# block 1

==> config.mk <==
export PLATFORM = sky130hd
export DESIGN_NAME = tcam_cmd_sequencer
export DESIGN_NICKNAME = d
export VERILOG_FILES = /design/src/rtl/tcam_pkg.sv /design/src/rtl/tcam_rd_capture.sv /design/src/rtl/tcam_cmd_sequencer.sv
export SDC_FILE = /design/constraint.sdc
export NUM_CORES = 1
export LEC_CHECK = 0
export CORE_MARGIN = 1
export CORE_UTILIZATION = 30
export CTS_CLUSTER_DIAMETER = 120
export DETAILED_ROUTE_END_ITERATION = 16
export MAX_ROUTING_LAYER = met4
export SYNTH_ARGS = -nofsm -noshare
export SYNTH_HDL_FRONTEND = slang
export SYNTH_HIERARCHICAL = 1
export SYNTH_SLANG_ARGS = --single-unit
==> constraint.sdc <==
create_clock -name clk -period 1.9 [get_ports clk]
set_input_delay 0.38 -clock clk [delete_from_list [all_inputs] [get_ports clk]]
set_output_delay 0.38 -clock clk [all_outputs]
set_load 0.01 [all_outputs]
==> src/rtl/tcam_pkg.sv <==
// Shared definitions for the TCAM command sequencer: memory MODE codes, FSM states and
// the two-field packet-ID increment used by write bursts.
package tcam_pkg;

  localparam logic [2:0] MODE_I   = 3'b000;
  localparam logic [2:0] MODE_W   = 3'b001;
  localparam logic [2:0] MODE_R   = 3'b010;
  localparam logic [2:0] MODE_F   = 3'b011;
  localparam logic [2:0] MODE_C   = 3'b100;
  localparam logic [2:0] MODE_RST = 3'b101;

  localparam int unsigned MaxBits = 64;

  typedef enum logic [2:0] {
    ModeI   = 3'b000,
    ModeW   = 3'b001,
    ModeR   = 3'b010,
    ModeF   = 3'b011,
    ModeC   = 3'b100,
    ModeRst = 3'b101
  } mode_e;

  typedef enum logic [1:0] {
    StIdle,
    StIssue,
    StGap
  } state_e;

  // Increment the top and bottom idw-bit fields of a bits-wide word independently.
  function automatic logic [MaxBits-1:0] inc_id_fields(input logic [MaxBits-1:0] d,
                                                       input int unsigned bits,
                                                       input int unsigned idw);
    logic [MaxBits-1:0] mask;
    logic [MaxBits-1:0] lo;
    logic [MaxBits-1:0] hi;
    logic [MaxBits-1:0] keep;
    mask = (MaxBits'(1) << idw) - MaxBits'(1);
    lo   = (d + MaxBits'(1)) & mask;
    hi   = (((d >> (bits - idw)) + MaxBits'(1)) & mask) << (bits - idw);
    keep = d & ~(mask | (mask << (bits - idw)));
    return keep | hi | lo;
  endfunction

endpackage

==> src/rtl/tcam_rd_capture.sv <==
// Delays read-beat flags by RdLat cycles, then samples memory read data into a
// one-cycle response pulse.
module tcam_rd_capture #(
  parameter int unsigned Bits  = 8,
  parameter int unsigned RdLat = 1
) (
  input  logic            clk,
  input  logic            rst,
  input  logic            rd_beat,
  input  logic [Bits-1:0] mem_rd_data,
  output logic            rsp_valid,
  output logic [Bits-1:0] rsp_data
);

  logic [RdLat-1:0] beat_q;
  logic             rsp_valid_q;
  logic [Bits-1:0]  rsp_data_q;

  if (RdLat > 1) begin : g_pipe
    always_ff @(posedge clk) begin
      if (rst) beat_q <= '0;
      else     beat_q <= {beat_q[RdLat-2:0], rd_beat};
    end
  end else begin : g_single
    always_ff @(posedge clk) begin
      if (rst) beat_q <= '0;
      else     beat_q <= rd_beat;
    end
  end

  always_ff @(posedge clk) begin
    if (rst) begin
      rsp_valid_q <= 1'b0;
      rsp_data_q  <= '0;
    end else begin
      rsp_valid_q <= beat_q[RdLat-1];
      if (beat_q[RdLat-1]) rsp_data_q <= mem_rd_data;
    end
  end

  assign rsp_valid = rsp_valid_q;
  assign rsp_data  = rsp_data_q;

endmodule

==> src/rtl/tcam_cmd_sequencer.sv <==
// Turns one valid/ready request into the cycle-exact MODE/data/mask/address sequence
// the TCAM expects, with burst auto-increment and read-data capture.
module tcam_cmd_sequencer
  import tcam_pkg::*;
#(
  parameter int unsigned AddressSize = 4,
  parameter int unsigned Bits        = 8,
  parameter int unsigned ID_Width    = 4,
  parameter int unsigned LenWidth    = 5,
  parameter int unsigned RdLat       = 1
) (
  input  logic                   clk,
  input  logic                   rst,
  input  logic                   req_valid,
  output logic                   req_ready,
  input  logic [2:0]             req_op,
  input  logic [Bits-1:0]        req_data,
  input  logic [Bits-1:0]        req_mskb,
  input  logic [AddressSize-1:0] req_addr,
  input  logic                   req_dcs,
  input  logic                   req_vbe,
  input  logic                   req_vbi,
  input  logic                   req_inc,
  input  logic [LenWidth-1:0]    req_len,
  output logic [2:0]             mem_mode,
  output logic [Bits-1:0]        mem_data,
  output logic [Bits-1:0]        mem_mskb,
  output logic [AddressSize-1:0] mem_addr,
  output logic                   mem_dcs,
  output logic                   mem_vbe,
  output logic                   mem_vbi,
  output logic [ID_Width-1:0]    mem_pktid,
  input  logic [Bits-1:0]        mem_rd_data,
  output logic                   rsp_valid,
  output logic [Bits-1:0]        rsp_data,
  output logic                   busy
);

  state_e                 state_q, state_d;
  logic                   inc_q, inc_d;
  logic                   dcs_q, dcs_d;
  logic [LenWidth-1:0]    cnt_q, cnt_d;
  logic [2:0]             mode_q, mode_d;
  logic [Bits-1:0]        data_q, data_d;
  logic [Bits-1:0]        mskb_q, mskb_d;
  logic [AddressSize-1:0] addr_q, addr_d;
  logic                   mdcs_q, mdcs_d;
  logic                   vbe_q, vbe_d;
  logic                   vbi_q, vbi_d;
  logic [ID_Width-1:0]    pktid_q, pktid_d;
  logic                   accept;
  logic                   legal_op;

  assign req_ready = (state_q == StIdle);
  assign busy      = ~req_ready;
  assign accept    = req_valid && req_ready;
  assign legal_op  = req_op inside {MODE_W, MODE_R, MODE_F, MODE_C, MODE_RST};

  always_ff @(posedge clk) begin
    if (rst) state_q <= StIdle;
    else     state_q <= state_d;
  end

  // Illegal ops are accepted but never leave idle.
  always_comb begin
    state_d = state_q;
    unique case (state_q)
      StIdle:  if (accept && legal_op) state_d = StIssue;
      StIssue: if (cnt_q == '0) state_d = StGap;
      StGap:   state_d = StIdle;
      default: state_d = StIdle;
    endcase
  end

  always_comb begin
    inc_d   = inc_q;
    dcs_d   = dcs_q;
    cnt_d   = cnt_q;
    mode_d  = MODE_I;
    data_d  = '0;
    mskb_d  = '0;
    addr_d  = '0;
    mdcs_d  = 1'b0;
    vbe_d   = 1'b0;
    vbi_d   = 1'b0;
    pktid_d = '0;
    unique case (state_q)
      StIdle: begin
        if (accept && legal_op) begin
          inc_d  = req_inc;
          dcs_d  = req_dcs;
          cnt_d  = (req_op == MODE_RST || req_len == '0) ? '0 : req_len - 1'b1;
          mode_d = req_op;
          unique case (req_op)
            MODE_W: begin
              data_d = req_data;
              mskb_d = req_mskb;
              addr_d = req_addr;
              mdcs_d = req_dcs;
              vbe_d  = req_vbe;
              vbi_d  = req_vbi;
            end
            MODE_R: begin
              addr_d = req_addr;
              mdcs_d = req_dcs;
              vbe_d  = req_vbe;
            end
            MODE_C: begin
              data_d = req_data;
              mskb_d = req_mskb;
            end
            MODE_F:  pktid_d = req_data[ID_Width-1:0];
            default: ;
          endcase
        end
      end
      StIssue: begin
        if (cnt_q == '0) begin
          mdcs_d = dcs_q;
        end else begin
          cnt_d   = cnt_q - 1'b1;
          mode_d  = mode_q;
          data_d  = data_q;
          mskb_d  = mskb_q;
          addr_d  = addr_q;
          mdcs_d  = mdcs_q;
          vbe_d   = vbe_q;
          vbi_d   = vbi_q;
          pktid_d = pktid_q;
          unique case (mode_q)
            MODE_W: begin
              addr_d = addr_q + 1'b1;
              if (inc_q) data_d = Bits'(inc_id_fields(MaxBits'(data_q), Bits, ID_Width));
            end
            MODE_R:  addr_d  = addr_q + 1'b1;
            MODE_C:  data_d  = data_q + 1'b1;
            MODE_F:  pktid_d = pktid_q + 1'b1;
            default: ;
          endcase
        end
      end
      default: ;
    endcase
  end

  always_ff @(posedge clk) begin
    if (rst) begin
      inc_q   <= 1'b0;
      dcs_q   <= 1'b0;
      cnt_q   <= '0;
      mode_q  <= MODE_I;
      data_q  <= '0;
      mskb_q  <= '0;
      addr_q  <= '0;
      mdcs_q  <= 1'b0;
      vbe_q   <= 1'b0;
      vbi_q   <= 1'b0;
      pktid_q <= '0;
    end else begin
      inc_q   <= inc_d;
      dcs_q   <= dcs_d;
      cnt_q   <= cnt_d;
      mode_q  <= mode_d;
      data_q  <= data_d;
      mskb_q  <= mskb_d;
      addr_q  <= addr_d;
      mdcs_q  <= mdcs_d;
      vbe_q   <= vbe_d;
      vbi_q   <= vbi_d;
      pktid_q <= pktid_d;
    end
  end

  assign mem_mode  = mode_q;
  assign mem_data  = data_q;
  assign mem_mskb  = mskb_q;
  assign mem_addr  = addr_q;
  assign mem_dcs   = mdcs_q;
  assign mem_vbe   = vbe_q;
  assign mem_vbi   = vbi_q;
  assign mem_pktid = pktid_q;

  tcam_rd_capture #(
    .Bits  (Bits),
    .RdLat (RdLat)
  ) u_rd_capture (
    .clk         (clk),
    .rst         (rst),
    .rd_beat     (mode_q == MODE_R),
    .mem_rd_data (mem_rd_data),
    .rsp_valid   (rsp_valid),
    .rsp_data    (rsp_data)
  );

endmodule

# block 2

$ cat config.mk
export PLATFORM = sky130hd
export DESIGN_NAME = rv32i_mem_arbiter_flat
export DESIGN_NICKNAME = d
export VERILOG_FILES = /design/src/rtl/rv32i_mem_arbiter_if.sv /design/src/rtl/rv32i_mem_arbiter.sv /design/src/flat_wrapper.sv
export SDC_FILE = /design/constraint.sdc
export NUM_CORES = 1
export LEC_CHECK = 0
export CORE_UTILIZATION = 40
export CTS_CLUSTER_SIZE = 8
export DETAILED_ROUTE_END_ITERATION = 8
export MAX_ROUTING_LAYER = met4
export PLACE_DENSITY = 0.87
export SKIP_LAST_GASP = 1
export SLEW_MARGIN = 20
export SYNTH_ARGS = -nofsm -noshare
export SYNTH_HDL_FRONTEND = slang
export SYNTH_SLANG_ARGS = --single-unit
$ cat constraint.sdc
create_clock -name clk_i -period 3.3 [get_ports clk_i]
set_clock_uncertainty 0.2 [all_clocks]
set_input_delay 0.66 -clock clk_i [delete_from_list [all_inputs] [get_ports clk_i]]
set_output_delay 0.66 -clock clk_i [all_outputs]
set_load 0.01 [all_outputs]
$ cat src/rtl/rv32i_mem_arbiter_if.sv
// Bundle of requester, memory and status signals around the rv32i memory arbiter.
// The slave modport is the arbiter's view; the master modport is the surrounding system.
interface rv32i_mem_arbiter_if #(
  parameter int unsigned ADDR_W = 32,
  parameter int unsigned DATA_W = 32
);
  localparam int unsigned BE_W = DATA_W / 8;

  logic              if_req_i;
  logic [ADDR_W-1:0] if_addr_i;
  logic              if_valid_o;
  logic [DATA_W-1:0] if_rdata_o;

  logic              d_req_i;
  logic              d_we_i;
  logic [ADDR_W-1:0] d_addr_i;
  logic [DATA_W-1:0] d_wdata_i;
  logic [BE_W-1:0]   d_be_i;
  logic              d_valid_o;
  logic [DATA_W-1:0] d_rdata_o;

  logic              mem_req_o;
  logic              mem_we_o;
  logic [ADDR_W-1:0] mem_addr_o;
  logic [DATA_W-1:0] mem_wdata_o;
  logic [BE_W-1:0]   mem_be_o;
  logic              mem_gnt_i;
  logic              mem_rvalid_i;
  logic [DATA_W-1:0] mem_rdata_i;

  logic              busy_o;

  modport slave (
    input  if_req_i, if_addr_i,
    output if_valid_o, if_rdata_o,
    input  d_req_i, d_we_i, d_addr_i, d_wdata_i, d_be_i,
    output d_valid_o, d_rdata_o,
    output mem_req_o, mem_we_o, mem_addr_o, mem_wdata_o, mem_be_o,
    input  mem_gnt_i, mem_rvalid_i, mem_rdata_i,
    output busy_o
  );

  modport master (
    output if_req_i, if_addr_i,
    input  if_valid_o, if_rdata_o,
    output d_req_i, d_we_i, d_addr_i, d_wdata_i, d_be_i,
    input  d_valid_o, d_rdata_o,
    input  mem_req_o, mem_we_o, mem_addr_o, mem_wdata_o, mem_be_o,
    output mem_gnt_i, mem_rvalid_i, mem_rdata_i,
    input  busy_o
  );
endinterface

$ cat src/rtl/rv32i_mem_arbiter.sv
// Shares one single-ported memory between instruction fetch and data access,
// data first, with fetch forced after MAX_STARVE consecutive contended data grants.
module rv32i_mem_arbiter #(
  parameter int unsigned ADDR_W     = 32,
  parameter int unsigned DATA_W     = 32,
  parameter int unsigned MAX_STARVE = 4
) (
  input  logic                 clk_i,
  input  logic                 resetn_i,
  rv32i_mem_arbiter_if.slave   bus
);
  localparam int unsigned BE_W     = DATA_W / 8;
  localparam int unsigned STARVE_W = $clog2(MAX_STARVE + 1);

  typedef enum logic [1:0] {IDLE, REQ, RESP} state_t;
  typedef enum logic {OWN_FETCH, OWN_DATA} owner_t;

  typedef struct packed {
    logic              we;
    logic [ADDR_W-1:0] addr;
    logic [DATA_W-1:0] wdata;
    logic [BE_W-1:0]   be;
  } payload_t;

  state_t              state_q, state_d;
  owner_t              owner_q, owner_d;
  logic [STARVE_W-1:0] starve_q, starve_d;
  payload_t            pay_q, pay_d;
  logic                req_q, req_d;
  logic                busy_q;
  logic                grant_data;

  // Next-state, arbitration and payload capture
  always_comb begin
    state_d    = state_q;
    owner_d    = owner_q;
    starve_d   = starve_q;
    pay_d      = pay_q;
    req_d      = req_q;
    grant_data = 1'b0;
    unique case (state_q)
      IDLE: begin
        if (bus.if_req_i || bus.d_req_i) begin
          grant_data = bus.d_req_i &&
                       !(bus.if_req_i && (starve_q == STARVE_W'(MAX_STARVE)));
          if (grant_data) begin
            owner_d = OWN_DATA;
            pay_d   = '{we: bus.d_we_i, addr: bus.d_addr_i,
                        wdata: bus.d_wdata_i, be: bus.d_be_i};
            if (bus.if_req_i && (starve_q != STARVE_W'(MAX_STARVE)))
              starve_d = starve_q + STARVE_W'(1);
          end else begin
            owner_d  = OWN_FETCH;
            pay_d    = '{we: 1'b0, addr: bus.if_addr_i,
                         wdata: '0, be: '1};
            starve_d = '0;
          end
          req_d   = 1'b1;
          state_d = REQ;
        end
      end
      REQ: begin
        if (bus.mem_gnt_i) begin
          req_d   = 1'b0;
          state_d = RESP;
        end
      end
      RESP: begin
        if (bus.mem_rvalid_i) state_d = IDLE;
      end
      default: begin
        req_d   = 1'b0;
        state_d = IDLE;
      end
    endcase
  end

  always_ff @(posedge clk_i) begin
    if (!resetn_i) begin
      state_q  <= IDLE;
      owner_q  <= OWN_FETCH;
      starve_q <= '0;
      pay_q    <= '0;
      req_q    <= 1'b0;
      busy_q   <= 1'b0;
    end else begin
      state_q  <= state_d;
      owner_q  <= owner_d;
      starve_q <= starve_d;
      pay_q    <= pay_d;
      req_q    <= req_d;
      busy_q   <= (state_d != IDLE);
    end
  end

  assign bus.mem_req_o   = req_q;
  assign bus.mem_we_o    = pay_q.we;
  assign bus.mem_addr_o  = pay_q.addr;
  assign bus.mem_wdata_o = pay_q.wdata;
  assign bus.mem_be_o    = pay_q.be;
  assign bus.busy_o      = busy_q;

  // Response pulses go straight from rvalid to the owning requester
  assign bus.if_valid_o = (state_q == RESP) && bus.mem_rvalid_i && (owner_q == OWN_FETCH);
  assign bus.d_valid_o  = (state_q == RESP) && bus.mem_rvalid_i && (owner_q == OWN_DATA);
  assign bus.if_rdata_o = bus.mem_rdata_i;
  assign bus.d_rdata_o  = bus.mem_rdata_i;
endmodule

$ cat src/flat_wrapper.sv
// flat-port wrapper written by rule: the top's interface ports become plain ports
module rv32i_mem_arbiter_flat 
#(
  parameter int unsigned ADDR_W     = 32,
  parameter int unsigned DATA_W     = 32,
  parameter int unsigned MAX_STARVE = 4
)
  (clk_i, resetn_i, bus_if_req_i, bus_if_addr_i, bus_if_valid_o, bus_if_rdata_o, bus_d_req_i, bus_d_we_i, bus_d_addr_i, bus_d_wdata_i, bus_d_be_i, bus_d_valid_o, bus_d_rdata_o, bus_mem_req_o, bus_mem_we_o, bus_mem_addr_o, bus_mem_wdata_o, bus_mem_be_o, bus_mem_gnt_i, bus_mem_rvalid_i, bus_mem_rdata_i, bus_busy_o);
  rv32i_mem_arbiter_if #(.ADDR_W(ADDR_W), .DATA_W(DATA_W)) bus_i ();
  input  logic clk_i;
  input  logic resetn_i;
  input wire logic [$bits(bus_i.if_req_i)-1:0] bus_if_req_i;
  input wire logic [$bits(bus_i.if_addr_i)-1:0] bus_if_addr_i;
  output wire logic [$bits(bus_i.if_valid_o)-1:0] bus_if_valid_o;
  output wire logic [$bits(bus_i.if_rdata_o)-1:0] bus_if_rdata_o;
  input wire logic [$bits(bus_i.d_req_i)-1:0] bus_d_req_i;
  input wire logic [$bits(bus_i.d_we_i)-1:0] bus_d_we_i;
  input wire logic [$bits(bus_i.d_addr_i)-1:0] bus_d_addr_i;
  input wire logic [$bits(bus_i.d_wdata_i)-1:0] bus_d_wdata_i;
  input wire logic [$bits(bus_i.d_be_i)-1:0] bus_d_be_i;
  output wire logic [$bits(bus_i.d_valid_o)-1:0] bus_d_valid_o;
  output wire logic [$bits(bus_i.d_rdata_o)-1:0] bus_d_rdata_o;
  output wire logic [$bits(bus_i.mem_req_o)-1:0] bus_mem_req_o;
  output wire logic [$bits(bus_i.mem_we_o)-1:0] bus_mem_we_o;
  output wire logic [$bits(bus_i.mem_addr_o)-1:0] bus_mem_addr_o;
  output wire logic [$bits(bus_i.mem_wdata_o)-1:0] bus_mem_wdata_o;
  output wire logic [$bits(bus_i.mem_be_o)-1:0] bus_mem_be_o;
  input wire logic [$bits(bus_i.mem_gnt_i)-1:0] bus_mem_gnt_i;
  input wire logic [$bits(bus_i.mem_rvalid_i)-1:0] bus_mem_rvalid_i;
  input wire logic [$bits(bus_i.mem_rdata_i)-1:0] bus_mem_rdata_i;
  output wire logic [$bits(bus_i.busy_o)-1:0] bus_busy_o;
  assign bus_i.if_req_i = bus_if_req_i;
  assign bus_i.if_addr_i = bus_if_addr_i;
  assign bus_if_valid_o = bus_i.if_valid_o;
  assign bus_if_rdata_o = bus_i.if_rdata_o;
  assign bus_i.d_req_i = bus_d_req_i;
  assign bus_i.d_we_i = bus_d_we_i;
  assign bus_i.d_addr_i = bus_d_addr_i;
  assign bus_i.d_wdata_i = bus_d_wdata_i;
  assign bus_i.d_be_i = bus_d_be_i;
  assign bus_d_valid_o = bus_i.d_valid_o;
  assign bus_d_rdata_o = bus_i.d_rdata_o;
  assign bus_mem_req_o = bus_i.mem_req_o;
  assign bus_mem_we_o = bus_i.mem_we_o;
  assign bus_mem_addr_o = bus_i.mem_addr_o;
  assign bus_mem_wdata_o = bus_i.mem_wdata_o;
  assign bus_mem_be_o = bus_i.mem_be_o;
  assign bus_i.mem_gnt_i = bus_mem_gnt_i;
  assign bus_i.mem_rvalid_i = bus_mem_rvalid_i;
  assign bus_i.mem_rdata_i = bus_mem_rdata_i;
  assign bus_busy_o = bus_i.busy_o;
  rv32i_mem_arbiter #(.ADDR_W(ADDR_W), .DATA_W(DATA_W), .MAX_STARVE(MAX_STARVE)) u_core (.clk_i(clk_i), .resetn_i(resetn_i), .bus(bus_i));
endmodule
# block 3

## config.mk

```make
export PLATFORM = sky130hd
export DESIGN_NAME = uart_rx_flat
export DESIGN_NICKNAME = d
export VERILOG_FILES = /design/src/rtl/uart_rx_if.sv /design/src/rtl/uart_rx.sv /design/src/flat_wrapper.sv
export SDC_FILE = /design/constraint.sdc
export NUM_CORES = 1
export LEC_CHECK = 0
export CORE_AREA = 2 2 64 66
export CTS_CLUSTER_SIZE = 16
export DETAILED_ROUTE_END_ITERATION = 7
export DIE_AREA = 0 0 66 68
export PLACE_DENSITY = 0.85
export SLEW_MARGIN = 20
export SYNTH_ARGS = -nofsm -noshare
export SYNTH_HDL_FRONTEND = slang
export SYNTH_SLANG_ARGS = --single-unit
```

## constraint.sdc

```tcl
create_clock -name clk -period 4.35 [get_ports clk]
set_input_delay 0.87 -clock clk [delete_from_list [all_inputs] [get_ports clk]]
set_output_delay 0.87 -clock clk [all_outputs]
set_load 0.01 [all_outputs]
```

## src/rtl/uart_rx_if.sv

```systemverilog
// Core-side register port of the UART receiver: RCSTA controls, RCREG read
// strobe, FIFO head data and status flags.
interface uart_rx_if;
  logic       rx9;
  logic       cren;
  logic       aden;
  logic       rcreg_rd_en;
  logic [7:0] rcreg_out;
  logic       rx9d;
  logic       ferr;
  logic       oerr;
  logic       rxif_set_en;

  modport master (
    output rx9, cren, aden, rcreg_rd_en,
    input  rcreg_out, rx9d, ferr, oerr, rxif_set_en
  );

  modport slave (
    input  rx9, cren, aden, rcreg_rd_en,
    output rcreg_out, rx9d, ferr, oerr, rxif_set_en
  );
endinterface

```

## src/rtl/uart_rx.sv

```systemverilog
// UART receive engine: synchronises RXD, oversamples at 16x, deframes 8/9-bit
// frames into a two-deep RCREG FIFO and reports FERR/OERR/RX9D status.
module uart_rx #(
  parameter int SYNC_STAGES = 2
) (
  input  logic     clk,
  input  logic     rst,
  input  logic     UART_RXD,
  input  logic     rx_tick16,
  uart_rx_if.slave bus
);

  typedef enum logic [2:0] {IDLE, START, DATA, BIT9, STOP} state_t;

  logic [SYNC_STAGES-1:0] sync_q;
  logic                   rxd_s;

  state_t     state_q, state_d;
  logic [3:0] tick_q, tick_d;
  logic [2:0] bit_q, bit_d;
  logic [7:0] rsr_q, rsr_d;
  logic       bit9_q, bit9_d;
  logic       samp7_q, samp7_d;
  logic       samp8_q, samp8_d;
  logic       majority;
  logic       frame_done;

  logic [9:0] mem [2];
  logic       wr_ptr_q, rd_ptr_q;
  logic [1:0] count_q;
  logic       oerr_q, rxif_q;
  logic [9:0] entry, head;
  logic       accept, push, pop, overrun;

  // NOTE: sequential state uses non-blocking assignments so every flop samples
  // pre-edge values regardless of process evaluation order.
  always_ff @(posedge clk) begin
    if (rst) sync_q <= '1;
    else     sync_q <= {sync_q[SYNC_STAGES-2:0], UART_RXD};
  end
  assign rxd_s    = sync_q[SYNC_STAGES-1];
  assign majority = (samp7_q & samp8_q) | (samp7_q & rxd_s) | (samp8_q & rxd_s);

  always_ff @(posedge clk) begin
    if (rst) begin
      state_q <= IDLE;
      tick_q  <= '0;
      bit_q   <= '0;
      rsr_q   <= '0;
      bit9_q  <= 1'b0;
      samp7_q <= 1'b1;
      samp8_q <= 1'b1;
    end else begin
      state_q <= state_d;
      tick_q  <= tick_d;
      bit_q   <= bit_d;
      rsr_q   <= rsr_d;
      bit9_q  <= bit9_d;
      samp7_q <= samp7_d;
      samp8_q <= samp8_d;
    end
  end

  // NOTE: every signal gets a default before the case so no path infers a latch.
  always_comb begin
    state_d    = state_q;
    tick_d     = tick_q;
    bit_d      = bit_q;
    rsr_d      = rsr_q;
    bit9_d     = bit9_q;
    samp7_d    = samp7_q;
    samp8_d    = samp8_q;
    frame_done = 1'b0;
    if (!bus.cren) begin
      state_d = IDLE;
      tick_d  = '0;
      bit_d   = '0;
    end else if (rx_tick16) begin
      if (tick_q == 4'd7) samp7_d = rxd_s;
      if (tick_q == 4'd8) samp8_d = rxd_s;
      tick_d = tick_q + 4'd1;
      case (state_q)
        IDLE: begin
          tick_d = '0;
          if (!oerr_q && !rxd_s) begin
            state_d = START;
            tick_d  = 4'd1;
          end
        end
        START: begin
          if (tick_q == 4'd9 && majority) begin
            state_d = IDLE;
            tick_d  = '0;
          end else if (tick_q == 4'd15) begin
            state_d = DATA;
            bit_d   = '0;
          end
        end
        DATA: begin
          if (tick_q == 4'd9) rsr_d = {majority, rsr_q[7:1]};
          if (tick_q == 4'd15) begin
            if (bit_q == 3'd7) state_d = bus.rx9 ? BIT9 : STOP;
            else               bit_d   = bit_q + 3'd1;
          end
        end
        BIT9: begin
          if (tick_q == 4'd9)  bit9_d  = majority;
          if (tick_q == 4'd15) state_d = STOP;
        end
        STOP: begin
          if (tick_q == 4'd9) begin
            frame_done = 1'b1;
            state_d    = IDLE;
            tick_d     = '0;
          end
        end
        default: state_d = IDLE;
      endcase
    end
  end

  // A full FIFO still accepts a frame when the core pops in the same cycle.
  assign entry   = {~majority, bus.rx9 & bit9_q, rsr_q};
  assign accept  = frame_done & ~(bus.rx9 & bus.aden & ~bit9_q);
  assign pop     = bus.rcreg_rd_en & (count_q != 2'd0);
  assign push    = accept & ((count_q != 2'd2) | pop);
  assign overrun = accept & (count_q == 2'd2) & ~pop;

  // NOTE: FIFO storage is not reset; count gates the head so stale words never show.
  always_ff @(posedge clk) begin
    if (push) mem[wr_ptr_q] <= entry;
  end

  always_ff @(posedge clk) begin
    if (rst) begin
      wr_ptr_q <= 1'b0;
      rd_ptr_q <= 1'b0;
      count_q  <= '0;
      oerr_q   <= 1'b0;
      rxif_q   <= 1'b0;
    end else begin
      if (push) wr_ptr_q <= ~wr_ptr_q;
      if (pop)  rd_ptr_q <= ~rd_ptr_q;
      case ({push, pop})
        2'b10:   count_q <= count_q + 2'd1;
        2'b01:   count_q <= count_q - 2'd1;
        default: count_q <= count_q;
      endcase
      if (!bus.cren)   oerr_q <= 1'b0;
      else if (overrun) oerr_q <= 1'b1;
      rxif_q <= (count_q != 2'd0);
    end
  end

  assign head            = (count_q != 2'd0) ? mem[rd_ptr_q] : '0;
  assign bus.rcreg_out   = head[7:0];
  assign bus.rx9d        = head[8];
  assign bus.ferr        = head[9];
  assign bus.oerr        = oerr_q;
  assign bus.rxif_set_en = rxif_q;

endmodule

```

## src/flat_wrapper.sv

```systemverilog
// flat-port wrapper written by rule: the top's interface ports become plain ports
module uart_rx_flat 
#(
  parameter int SYNC_STAGES = 2
)
  (clk, rst, UART_RXD, rx_tick16, bus_rx9, bus_cren, bus_aden, bus_rcreg_rd_en, bus_rcreg_out, bus_rx9d, bus_ferr, bus_oerr, bus_rxif_set_en);
  uart_rx_if bus_i ();
  input  logic clk;
  input  logic rst;
  input  logic UART_RXD;
  input  logic rx_tick16;
  input wire logic [$bits(bus_i.rx9)-1:0] bus_rx9;
  input wire logic [$bits(bus_i.cren)-1:0] bus_cren;
  input wire logic [$bits(bus_i.aden)-1:0] bus_aden;
  input wire logic [$bits(bus_i.rcreg_rd_en)-1:0] bus_rcreg_rd_en;
  output wire logic [$bits(bus_i.rcreg_out)-1:0] bus_rcreg_out;
  output wire logic [$bits(bus_i.rx9d)-1:0] bus_rx9d;
  output wire logic [$bits(bus_i.ferr)-1:0] bus_ferr;
  output wire logic [$bits(bus_i.oerr)-1:0] bus_oerr;
  output wire logic [$bits(bus_i.rxif_set_en)-1:0] bus_rxif_set_en;
  assign bus_i.rx9 = bus_rx9;
  assign bus_i.cren = bus_cren;
  assign bus_i.aden = bus_aden;
  assign bus_i.rcreg_rd_en = bus_rcreg_rd_en;
  assign bus_rcreg_out = bus_i.rcreg_out;
  assign bus_rx9d = bus_i.rx9d;
  assign bus_ferr = bus_i.ferr;
  assign bus_oerr = bus_i.oerr;
  assign bus_rxif_set_en = bus_i.rxif_set_en;
  uart_rx #(.SYNC_STAGES(SYNC_STAGES)) u_core (.clk(clk), .rst(rst), .UART_RXD(UART_RXD), .rx_tick16(rx_tick16), .bus(bus_i));
endmodule
```

Figure 1. Placed standard cells (block 3).
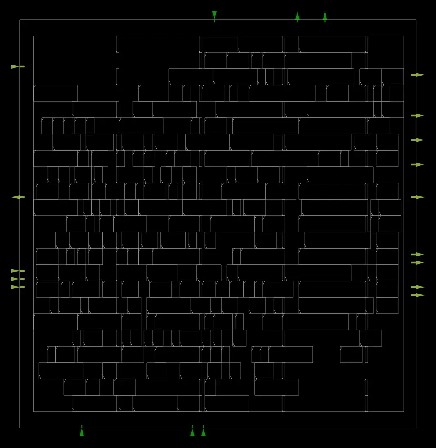
standard-cell row count: 23
tapcells inserted: 50
flip-flop and latch share of the layout cell area: 47.5%
seq_cells: 50
post-route non-filler standard cell count: 277

Figure 2. Sequential cells grouped by signal name (block 3).
(8 px per um) Other sequential cells in the stronger grey, the rest of the logic in the fainter grey.
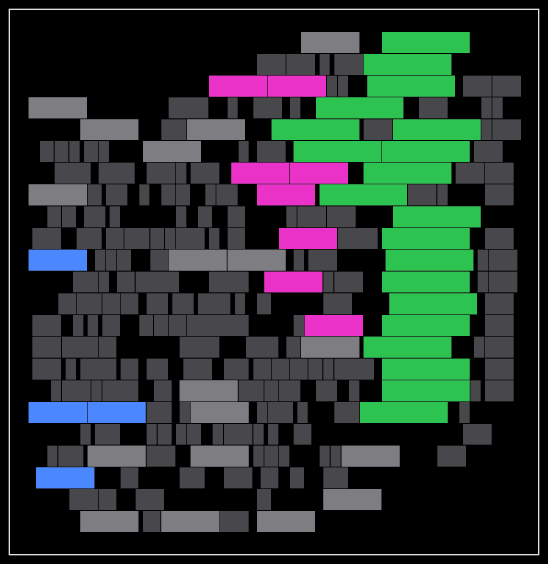
signal	colour	placed flops
`u_core.rsr_q`	magenta	8
`u_core.tick_q`	blue	4
`u_core.mem`	green	20
not coloured	18

==> run summary, block 3 <==
The layout was made with Yosys and OpenROAD.

In the detailed route, the total length drawn on met3 is 116 um. STA reports the tightest min-delay check as being of type reg -> reg. In this run, post-CTS hold repair placed 0 buffers. For reference, the post-synthesis area per instance comes to 10.6 um2. For the worst flop-to-flop path, the logic depth is 4.

The filler cell count is 328. The detailed placer reported the number of placed instances as 269. The highest metal layer with signal wires is met4. The endpoint kind of the worst setup timing path is a register. The worst VDD IR drop from the latest analysis is 0.000189 V. In the final layout, the clock buffer count is 5. After layout, the setup clock skew is reported as 0.0106 ns.

The routed length per placed instance is 12.5 um. The number of instances on the worst hold path is 1. The normalized max-slew margin is 47.6%.

The number of non-clock buffers in the layout is 20. The clock-cell share of area is 3.76%. Global routing consumed, on the met1 layer, 19.5% of the routing resources. The run finished with clean final reports.

The final tally of max-slew violations is 0. The most frequently placed logic cell in the final layout is sky130_fd_sc_hd__nor2_1. The utilization after layout is 65.5%.

In this run the clock root is driven by a sky130_fd_sc_hd__clkbuf_8. Leaving out buffers and inverters, the combinational logic in the layout accounts for 937 um2. The placeable core area is 0.00386 mm2.

The count of buffering cells on the critical path with inverters included is 2.
[block 3: cells in the mapped netlist, types with 4 or more instances]
library cell	instances
sky130_fd_sc_hd__nor4_1	4
sky130_fd_sc_hd__mux2i_1	24
sky130_fd_sc_hd__nand3_1	5
sky130_fd_sc_hd__ha_1	5
sky130_fd_sc_hd__o21ai_0	8
sky130_fd_sc_hd__nand2_1	12
sky130_fd_sc_hd__nand2b_1	5
sky130_fd_sc_hd__dfxtp_1	30
sky130_fd_sc_hd__edfxtp_1	20
sky130_fd_sc_hd__nor2_1	32
sky130_fd_sc_hd__a21oi_1	6
sky130_fd_sc_hd__inv_1	9
sky130_fd_sc_hd__clkbuf_1	7
[block 3: sequential cells by signal, indices dropped and copies added, names as in the netlist, named ones only]
register                count
u_core.bus.oerr             1
u_core.bit9_q               1
u_core.state_q              3
u_core.samp8_q              1
u_core.rd_ptr_q             1
u_core.tick_q               4
u_core.sync_q               2
u_core.wr_ptr_q             1
u_core.samp7_q              1
u_core.mem                 20
u_core.count_q              2
u_core.rsr_q                8
u_core.bus.rxif_set_en      1
u_core.bit_q                3
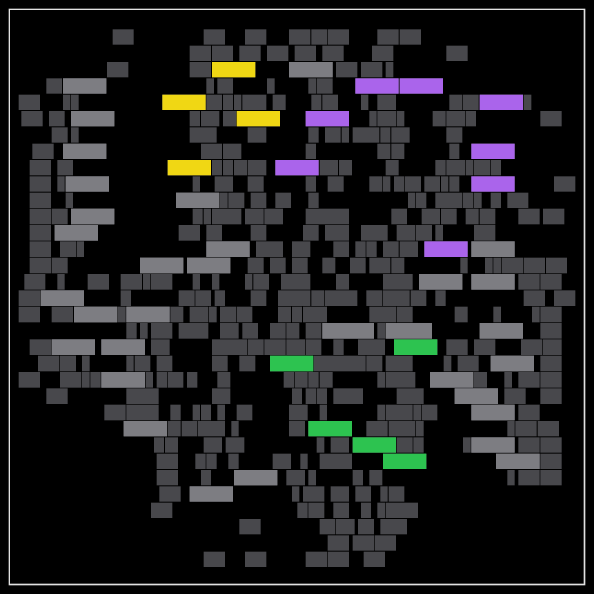
Figure 3: block 1, sequential cells grouped by signal name.
(6 px per um) Other sequential cells in the stronger grey, the rest of the logic in the fainter grey.
signal	colour	placed flops
`cnt_q`	green	5
`mem_data`	purple	8
`mem_pktid`	yellow	4
not coloured	32
flip-flop and latch share of the layout cell area: 25.2%
sequential logic power: 1.13 mW

==> run summary, block 1 <==
The layout was made with Yosys and OpenROAD.

Post-CTS repair changed the size of 3 cells. According to the floorplan report, the die width is 95.6 um. From bottom edge to top edge, the die measures 95.6 um. The run finished with clean final reports.

TritonCTS built the clock tree. Sorting the synthesized cells by area gives the leading types as sky130_fd_sc_hd__dfxtp_1, sky130_fd_sc_hd__nor2_1, sky130_fd_sc_hd__mux2i_1. The remaining global-route overflow is 0. The number of cells on the worst hold path is listed as 2. According to the timing report, the arrival time at the worst endpoint equals 1.43 ns.

The routed length per placed instance is 13.9 um. The cell type contributing the most total cell area after synthesis is sky130_fd_sc_hd__dfxtp_1. Per report_power, the Combinational row totals 0.735 mW. The insertion delay at the late pin of the worst-skew pair is 0.30 ns.

For the worst setup path, the data required time is 1.52 ns. The synthesized instance count is 298. The final weighted congestion recorded by global placement is 0.835. The buffer levels on the longest clock path is 2. The highest metal layer with signal wires is met4. The clock network burns 24.8% of the power. The post-synthesis sequential element count is 49. The wire length of the first global-routing pass is 11.9 mm.

The placeable core area is 0.00834 mm2. The main power-consuming group is registers. The mean number of vias per cell is 5.04.

Measured on the final layout, the clock distribution area share stands at 2.24%. The number of nets in the finished design is 458. The via count of the first global-routing pass is 2558. In this run the core area contains 33 standard-cell rows. The power report attributes to the sequential group a share of 45.6%. The synthesized chip area reported by yosys is 0.00263 mm2.
[block 1: how the worst max path moves through the flow]
stage                            from  cells past startpoint  slack, ns     endpoint
final                      state_q[1]                      4       0.09         busy
after global routing      mem_mode[1]                      1      0.008  mem_mode[1]
after global placement      req_valid                      5      -0.29     cnt_q[2]
after detailed placement    req_valid                      5      -0.35     cnt_q[1]
after floorplan              cnt_q[0]                      6       0.24  mem_addr[3]
after CTS                   req_valid                      5      0.009     cnt_q[1]
[block 1: stage by stage]
step	cell area [um2]	hold WS, ns
global placement	3790	0.449
CTS	3870	0.404
global route	3910	0.437
finish	3910	0.409
detailed placement	3790	0.450
floorplan	2630	0.452
[block 1: routing by layer]
layer,up-vias,track usage [%]
met4,0,3.98
li1,1319,-
met1,1208,20.8
met3,4,3.59
met2,58,28.6
met5,-,-
[block 1: critical path, stage by stage, from the launching register on]
cell and delay (ns):
sky130_fd_sc_hd__dfxtp_4 0.38, sky130_fd_sc_hd__buf_4 0.14, sky130_fd_sc_hd__nor2_2 0.10, sky130_fd_sc_hd__inv_1 0.04, sky130_fd_sc_hd__clkdlybuf4s50_1 0.46
Figure 4. Metal 3 (block 2).
(4 px per um)
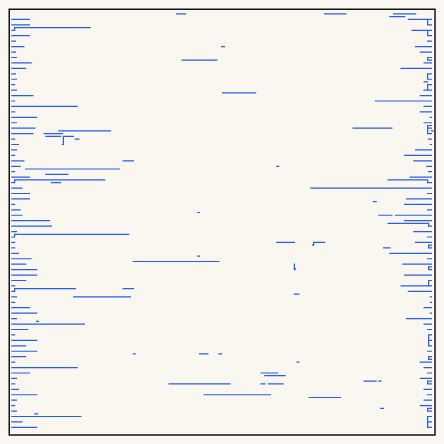
share of all routed wire	6.7%
longest straight run	30.1 um
main direction	horizontal

Figure 5. Placed standard cells (block 2).
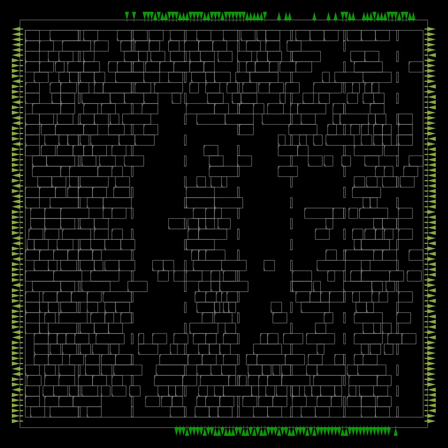
core region area: 0.0104 mm2
seq_cells: 77
post-route non-filler standard cell count: 686

==> run summary, block 2 <==
The layout was made with Yosys and OpenROAD.

Subtracting the final worst setup slack from the clock period gives 2.96 ns. The peak ir drop on the vdd network is 0.000302 V. Global routing consumed, on the met3 layer, 4.41% of the routing resources.

The number of placement rows is 37. The routed length per placed instance is 18.6 um. The number of buffers inserted by port buffering is 179.

The area fraction in xor and xnor cells is 0%. The largest cell class by area is multi-input combinational cells. The worst setup path startpoint is bus_mem_rvalid_i. On met2, the global router reports a usage of 38.7%. Per the summary, power density relative to cell area is 415 mW/mm2. After layout the signal buffers, clock cells excluded, come to 32.0% of cell area. The filler cell count is 943. Per the gpl log, the routability congestion estimate is 0.803. The skew report gives the latency at the later pin of the worst-skew pair as 0.34 ns. On the reported timing paths, the clock transition at the registers reads 0.07 ns. The stage logs contain a warning count of 27. The first global-routing pass estimated 20.0 mm of wire. Post-synthesis, Yosys gives the total cell area as 0.00433 mm2. The die covers 0.0112 mm2. The number of instances on the worst hold path is 2. The flow ran to the end, and the final reports show no timing, DRC or antenna violations. The number of nets at floorplan is 601. Static timing analysis puts the maximum clock frequency at 337 MHz. The leakage power in the latest report is 2.23 nW. The first-iteration detailed-routing DRC count is 117.
==> block 2: synthesized netlist by cell type (all sizes together) <==
cell type and instances:
nor2b 3, nand4b 1, or2 1, o221a 4, ha 2, o21a 1
nand3 2, and3 32, a21boi 70, nand4 35, dfxtp 77, clkbuf 26
o31a 1, o311a 32, and4b 1, inv 2, o21ai 37, a21oi 1
buf 89, nor3b 3, nor2 3, nor4bb 1, nand2 3, o21bai 32
or3b 1
==> block 2: through the flow <==
stage | worst slack, ns | cell area [um2] | cells
final | 0.336 | 5820 | 686
after global routing | 0.308 | 5820 | 686
after CTS | 0.320 | 5820 | 686
after detailed placement | 0.320 | 5650 | 671
after global placement | 0.309 | 5650 | 671
after floorplan | 1.34 | 4330 | 460
==> block 2: critical path: stages <==
cell,delay (ns)
sky130_fd_sc_hd__clkdlybuf4s50_1,0.56
sky130_fd_sc_hd__nor4bb_1,0.29
sky130_fd_sc_hd__clkdlybuf4s50_1,0.59
==> block 2: routing by layer <==
metal  share of wire [%]  vias to the layer above
li1                    -                     1812
met1                  41                     1864
met2                  48                      180
met3                 6.7                       61
met4                 5.0                        0
met5                   0                        -

==> gallery <==
Metal layers overlaid.
shot_01.png
(4 px per um) Two of the layers only.
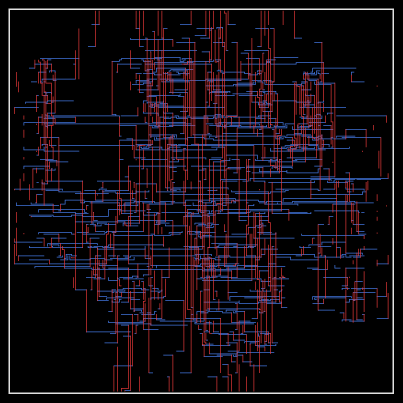
shot_02.png
(6 px per um) Two of the layers only.
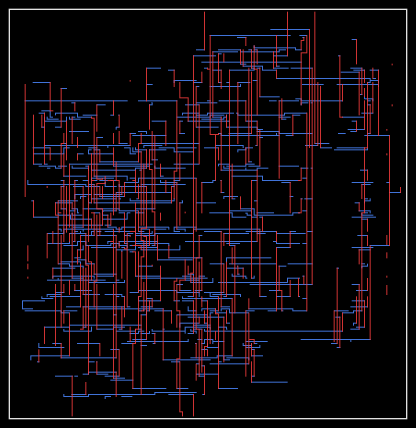
shot_03.png
(4 px per um) Two of the layers only.
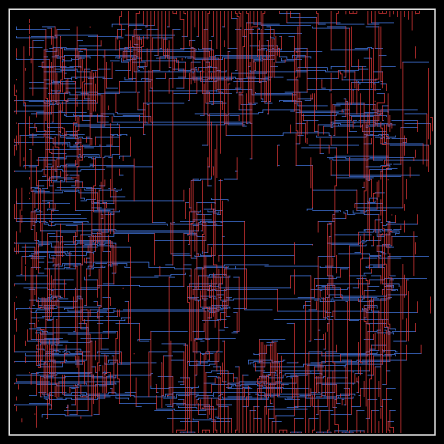
shot_03.png is block 2.
shot_02.png is block 3.
shot_01.png is block 1.
Of these, largest die: shot_03.png

Key to shot_01.png:
layer	colour	wire length
met1	blue	3350 um
met2	red	3370 um


# block 4

===== config.mk =====
export PLATFORM = sky130hd
export DESIGN_NAME = tick_divider_bank_flat
export DESIGN_NICKNAME = d
export VERILOG_FILES = /design/src/rtl/tick_divider_bank_if.sv /design/src/rtl/tick_divider_bank.sv /design/src/flat_wrapper.sv
export SDC_FILE = /design/constraint.sdc
export NUM_CORES = 1
export LEC_CHECK = 0
export CAP_MARGIN = 10
export CORE_MARGIN = 2
export CORE_UTILIZATION = 60
export CTS_BUF_LIST = sky130_fd_sc_hd__clkbuf_4
export DETAILED_ROUTE_END_ITERATION = 8
export HOLD_SLACK_MARGIN = 0.06
export PLACE_DENSITY = 0.86
export SYNTH_ARGS = -nofsm -noshare
export SYNTH_HDL_FRONTEND = slang
export SYNTH_SLANG_ARGS = --single-unit

===== constraint.sdc =====
create_clock -name clk -period 11.3 [get_ports clk]
set_input_delay 1.695 -clock clk [delete_from_list [all_inputs] [get_ports clk]]
set_output_delay 1.695 -clock clk [all_outputs]
set_load 0.005 [all_outputs]

===== src/rtl/tick_divider_bank_if.sv =====
// tick_divider_bank_if: control/status bundle for the tick divider bank.
//   en      - global count enable (low freezes every channel)
//   sync    - global phase align (clears every channel counter and output)
//   sel     - per-channel shift select; half-period = CLK_HZ >> sel
//   clk_out - per-channel divided square wave
//   tick    - per-channel one-cycle pulse on every clk_out edge
//   count   - per-channel current counter value
// master: the block that drives the controls; slave: the divider bank.
interface tick_divider_bank_if #(
    parameter int NUM_CH = 4,
    parameter int SEL_W  = 5,
    parameter int CNT_W  = 32
);
    logic                             en;
    logic                             sync;
    logic [NUM_CH-1:0][SEL_W-1:0]     sel;
    logic [NUM_CH-1:0]                clk_out;
    logic [NUM_CH-1:0]                tick;
    logic [NUM_CH-1:0][CNT_W-1:0]     count;

    modport master (output en, sync, sel, input clk_out, tick, count);
    modport slave  (input en, sync, sel, output clk_out, tick, count);
endinterface


===== src/rtl/tick_divider_bank.sv =====
// tick_divider_bank: NUM_CH independent programmable dividers.
// Each channel counts 0..half_n-1, then toggles its square wave and pulses
// tick for one cycle. half_n = CLK_HZ >> sel (clamped to at least 1).
// Ports:
//   clk - system clock, rising edge
//   rst - synchronous active-high reset
//   bus - tick_divider_bank_if slave (en, sync, sel in; clk_out, tick, count out)

// One divider channel.
module tick_divider_lane #(
    parameter int CLK_HZ = 100000000,
    parameter int SEL_W  = 5,
    parameter int CNT_W  = 32
) (
    input  logic             clk,
    input  logic             rst,
    input  logic             en_i,
    input  logic             sync_i,
    input  logic [SEL_W-1:0] sel_i,
    output logic             clk_out_o,
    output logic             tick_o,
    output logic [CNT_W-1:0] count_o
);
    localparam logic [CNT_W-1:0] BASE_N = CNT_W'(CLK_HZ);

    logic [CNT_W-1:0] shifted;
    logic [CNT_W-1:0] half_n;
    logic [CNT_W-1:0] cnt_q, cnt_d;
    logic             out_q, out_d;
    logic             tick_q, tick_d;
    logic [SEL_W-1:0] sel_q;

    // Large shifts underflow to 0; a zero half-period would never wrap.
    always_comb begin
        shifted = BASE_N >> sel_i;
        half_n  = (shifted == '0) ? CNT_W'(1) : shifted;
    end

    always_comb begin
        cnt_d  = cnt_q;
        out_d  = out_q;
        tick_d = 1'b0;
        if (sync_i) begin
            cnt_d = '0;
            out_d = 1'b0;
        end else if (sel_i != sel_q) begin
            // Restart on the new period; level is kept so no glitch edge.
            cnt_d = '0;
        end else if (!en_i) begin
            cnt_d = cnt_q;
        end else if (cnt_q >= half_n - CNT_W'(1)) begin
            // >= rather than == guards against a stale count above half_n.
            cnt_d  = '0;
            out_d  = ~out_q;
            tick_d = 1'b1;
        end else begin
            cnt_d = cnt_q + CNT_W'(1);
        end
    end

    // sel_q always follows sel, so the cycle after reset never sees a change.
    always_ff @(posedge clk) begin
        if (rst) begin
            cnt_q  <= '0;
            out_q  <= 1'b0;
            tick_q <= 1'b0;
            sel_q  <= sel_i;
        end else begin
            cnt_q  <= cnt_d;
            out_q  <= out_d;
            tick_q <= tick_d;
            sel_q  <= sel_i;
        end
    end

    assign clk_out_o = out_q;
    assign tick_o    = tick_q;
    assign count_o   = cnt_q;
endmodule

module tick_divider_bank #(
    parameter int CLK_HZ = 100000000,
    parameter int NUM_CH = 4,
    parameter int SEL_W  = 5,
    parameter int CNT_W  = 32
) (
    input  logic                clk,
    input  logic                rst,
    tick_divider_bank_if.slave  bus
);
    logic [NUM_CH-1:0]            clk_out_w;
    logic [NUM_CH-1:0]            tick_w;
    logic [NUM_CH-1:0][CNT_W-1:0] count_w;

    for (genvar g = 0; g < NUM_CH; g++) begin : g_lane
        tick_divider_lane #(
            .CLK_HZ (CLK_HZ),
            .SEL_W  (SEL_W),
            .CNT_W  (CNT_W)
        ) u_lane (
            .clk       (clk),
            .rst       (rst),
            .en_i      (bus.en),
            .sync_i    (bus.sync),
            .sel_i     (bus.sel[g]),
            .clk_out_o (clk_out_w[g]),
            .tick_o    (tick_w[g]),
            .count_o   (count_w[g])
        );
    end

    assign bus.clk_out = clk_out_w;
    assign bus.tick    = tick_w;
    assign bus.count   = count_w;
endmodule


===== src/flat_wrapper.sv =====
// flat-port wrapper written by rule: the top's interface ports become plain ports
module tick_divider_bank_flat 
#(
    parameter int CLK_HZ = 100000000,
    parameter int NUM_CH = 4,
    parameter int SEL_W  = 5,
    parameter int CNT_W  = 32
)
  (clk, rst, bus_en, bus_sync, bus_sel, bus_clk_out, bus_tick, bus_count);
  tick_divider_bank_if #(.NUM_CH(NUM_CH), .SEL_W(SEL_W), .CNT_W(CNT_W)) bus_i ();
  input  logic clk;
  input  logic rst;
  input wire logic [$bits(bus_i.en)-1:0] bus_en;
  input wire logic [$bits(bus_i.sync)-1:0] bus_sync;
  input wire logic [$bits(bus_i.sel)-1:0] bus_sel;
  output wire logic [$bits(bus_i.clk_out)-1:0] bus_clk_out;
  output wire logic [$bits(bus_i.tick)-1:0] bus_tick;
  output wire logic [$bits(bus_i.count)-1:0] bus_count;
  assign bus_i.en = bus_en;
  assign bus_i.sync = bus_sync;
  assign bus_i.sel = bus_sel;
  assign bus_clk_out = bus_i.clk_out;
  assign bus_tick = bus_i.tick;
  assign bus_count = bus_i.count;
  tick_divider_bank #(.CLK_HZ(CLK_HZ), .NUM_CH(NUM_CH), .SEL_W(SEL_W), .CNT_W(CNT_W)) u_core (.clk(clk), .rst(rst), .bus(bus_i));
endmodule

==> run summary <==
The layout was made with Yosys and OpenROAD.

The part of the power in registers is 51.2%. The flow ran to the end, and the final reports show no timing, DRC or antenna violations. For reference, the final report shows the hold violation count at 0. The portion of the layout cell area used by non-clock buffers is 11.8%. The leakage power in the latest report is 5.08 nW. The pin closest to its max-slew limit shows a slew of 1.17 ns.

Across the whole layout, storage elements make up 21.9% of the cell area. The highest metal layer with signal wires is met4. The post-route worst setup slack is 4.28 ns. The number of antenna violations at the first check in global routing was 2. The number of clock sinks came to 156.

For reference, the mux area share after synthesis is 0.324%. Non-clock buffers in the final layout number 171. The buffer_ports step reported a buffer count of 159. The post-synth count of flops with an enable pin is 0.

The sum of routed wire segments on met1 is 14.9 mm. The wire length of the first global-routing pass is 54.8 mm. In this run the worst setup path begins at bus_sel[4]. Detailed placement finished with a half-perimeter wire length of 24.2 mm. The area share of the leading cell type in the synthesized netlist is 25.3%. By area, the class that comes first in the final layout consists of multi-input combinational cells. The cell with the biggest individual delay on the critical path is sky130_fd_sc_hd__clkdlybuf4s50_1. In the final design database the tool counted 1874 nets. Walking the critical path from launch to capture passes 18 cell instances. The proportion of synthesized chip area in sequential cells is 25.3%. At the end of routability-driven placement, the weighted congestion stood at 1.01. The utilization after layout is 70.3%. The cell at the root of the clock tree is sky130_fd_sc_hd__clkbuf_4. STA reports a reg2reg setup slack of 8.17 ns. The die covers 0.0217 mm2. The post-route antenna net violation count is 0. The worst setup path is captured at a register. Entering global routing, the biggest net connects 73 pins. Summed over the clock group, the power is 0.324 mW. The synthesized chip area reported by yosys is 0.0123 mm2. The total number of vias is 12400. The worst slack on hold paths is 0.504 ns. The first detailed-routing pass ran for 7 iterations.

The number of instances on the worst hold path is 2. Of all the cell area in the finished design, the clock network holds 1.70%. The die outline width is 147 um. The worst-case max-slew headroom was logged as 21.5%.
-- sequential cells by signal (all words and copies together), names as in the netlist --
register / cells
u_core.g_lane.u_lane.clk_out_o: 4
u_core.g_lane.u_lane.count_o: 128
u_core.g_lane.u_lane.sel_q: 20
u_core.g_lane.u_lane.tick_o: 4
-- placed cells by master (no fill, tap or decap), types with 24 or more instances in the layout --
cell type / netlist / final
sky130_fd_sc_hd__a211oi_1: 32 / 32
sky130_fd_sc_hd__a21oi_1: 126 / 126
sky130_fd_sc_hd__and4_1: 24 / 24
sky130_fd_sc_hd__clkdlybuf4s50_1: 0 / 158
sky130_fd_sc_hd__dfxtp_1: 156 / 156
sky130_fd_sc_hd__ha_1: 136 / 136
sky130_fd_sc_hd__inv_1: 39 / 39
sky130_fd_sc_hd__nand2_1: 179 / 179
sky130_fd_sc_hd__nand2b_1: 37 / 37
sky130_fd_sc_hd__nand3_1: 74 / 74
sky130_fd_sc_hd__nand4_1: 47 / 47
sky130_fd_sc_hd__nor2_1: 117 / 117
sky130_fd_sc_hd__nor3_1: 118 / 118
sky130_fd_sc_hd__o21ai_0: 80 / 80
sky130_fd_sc_hd__xnor2_1: 82 / 82
sky130_fd_sc_hd__xor2_1: 61 / 61
Figure 6. Metal 3 (block 4).
(2 px per um)
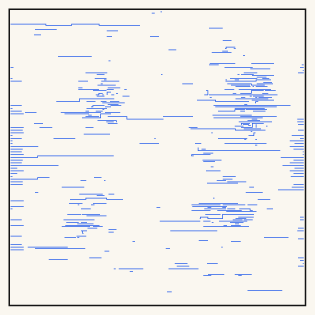
share of all routed wire	7.0%
main direction	horizontal
nets with wire on the layer	240
longest straight run	40.9 um

Figure 7. Sequential cells grouped by signal name (block 4).
(4 px per um) Other sequential cells in the stronger grey, the rest of the logic in the fainter grey.
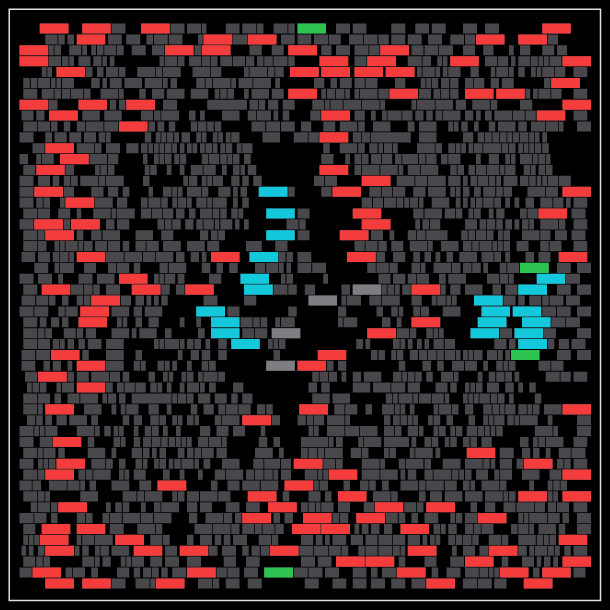
signal	colour	placed flops
`u_core.g_lane.u_lane.count_o`	red	128
`u_core.g_lane.u_lane.sel_q`	cyan	20
`u_core.g_lane.u_lane.tick_o`	green	4



## Gallery

Placed cells, one colour a class.
picture 1
(3 px per um)
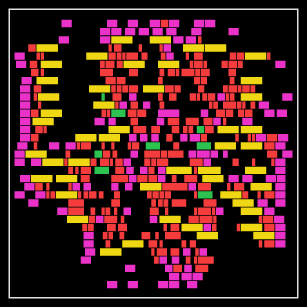
picture 2
(2 px per um)
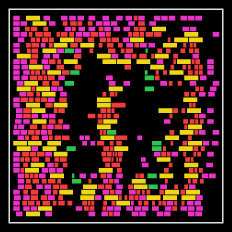
picture 3
(4 px per um)
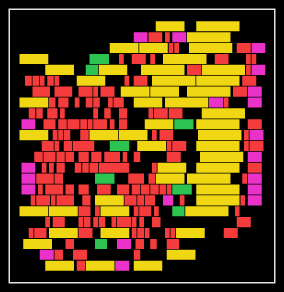
picture 4
(2 px per um)
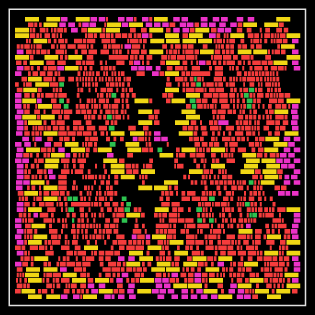
Picture 1 comes from block 1.
Picture 4 comes from block 4.
Picture 2 comes from block 2.
Picture 3 comes from block 3.
Of these, largest die: picture 4
Of these, lowest utilization: picture 1

Key to picture 4:
class	colour	cells
flip-flops	yellow	156
clock drivers and dummy loads	green	32
other buffers and delay cells	magenta	171
all other logic	red	1368

Power figures rest on the tool's default switching activity, not on a simulated workload.
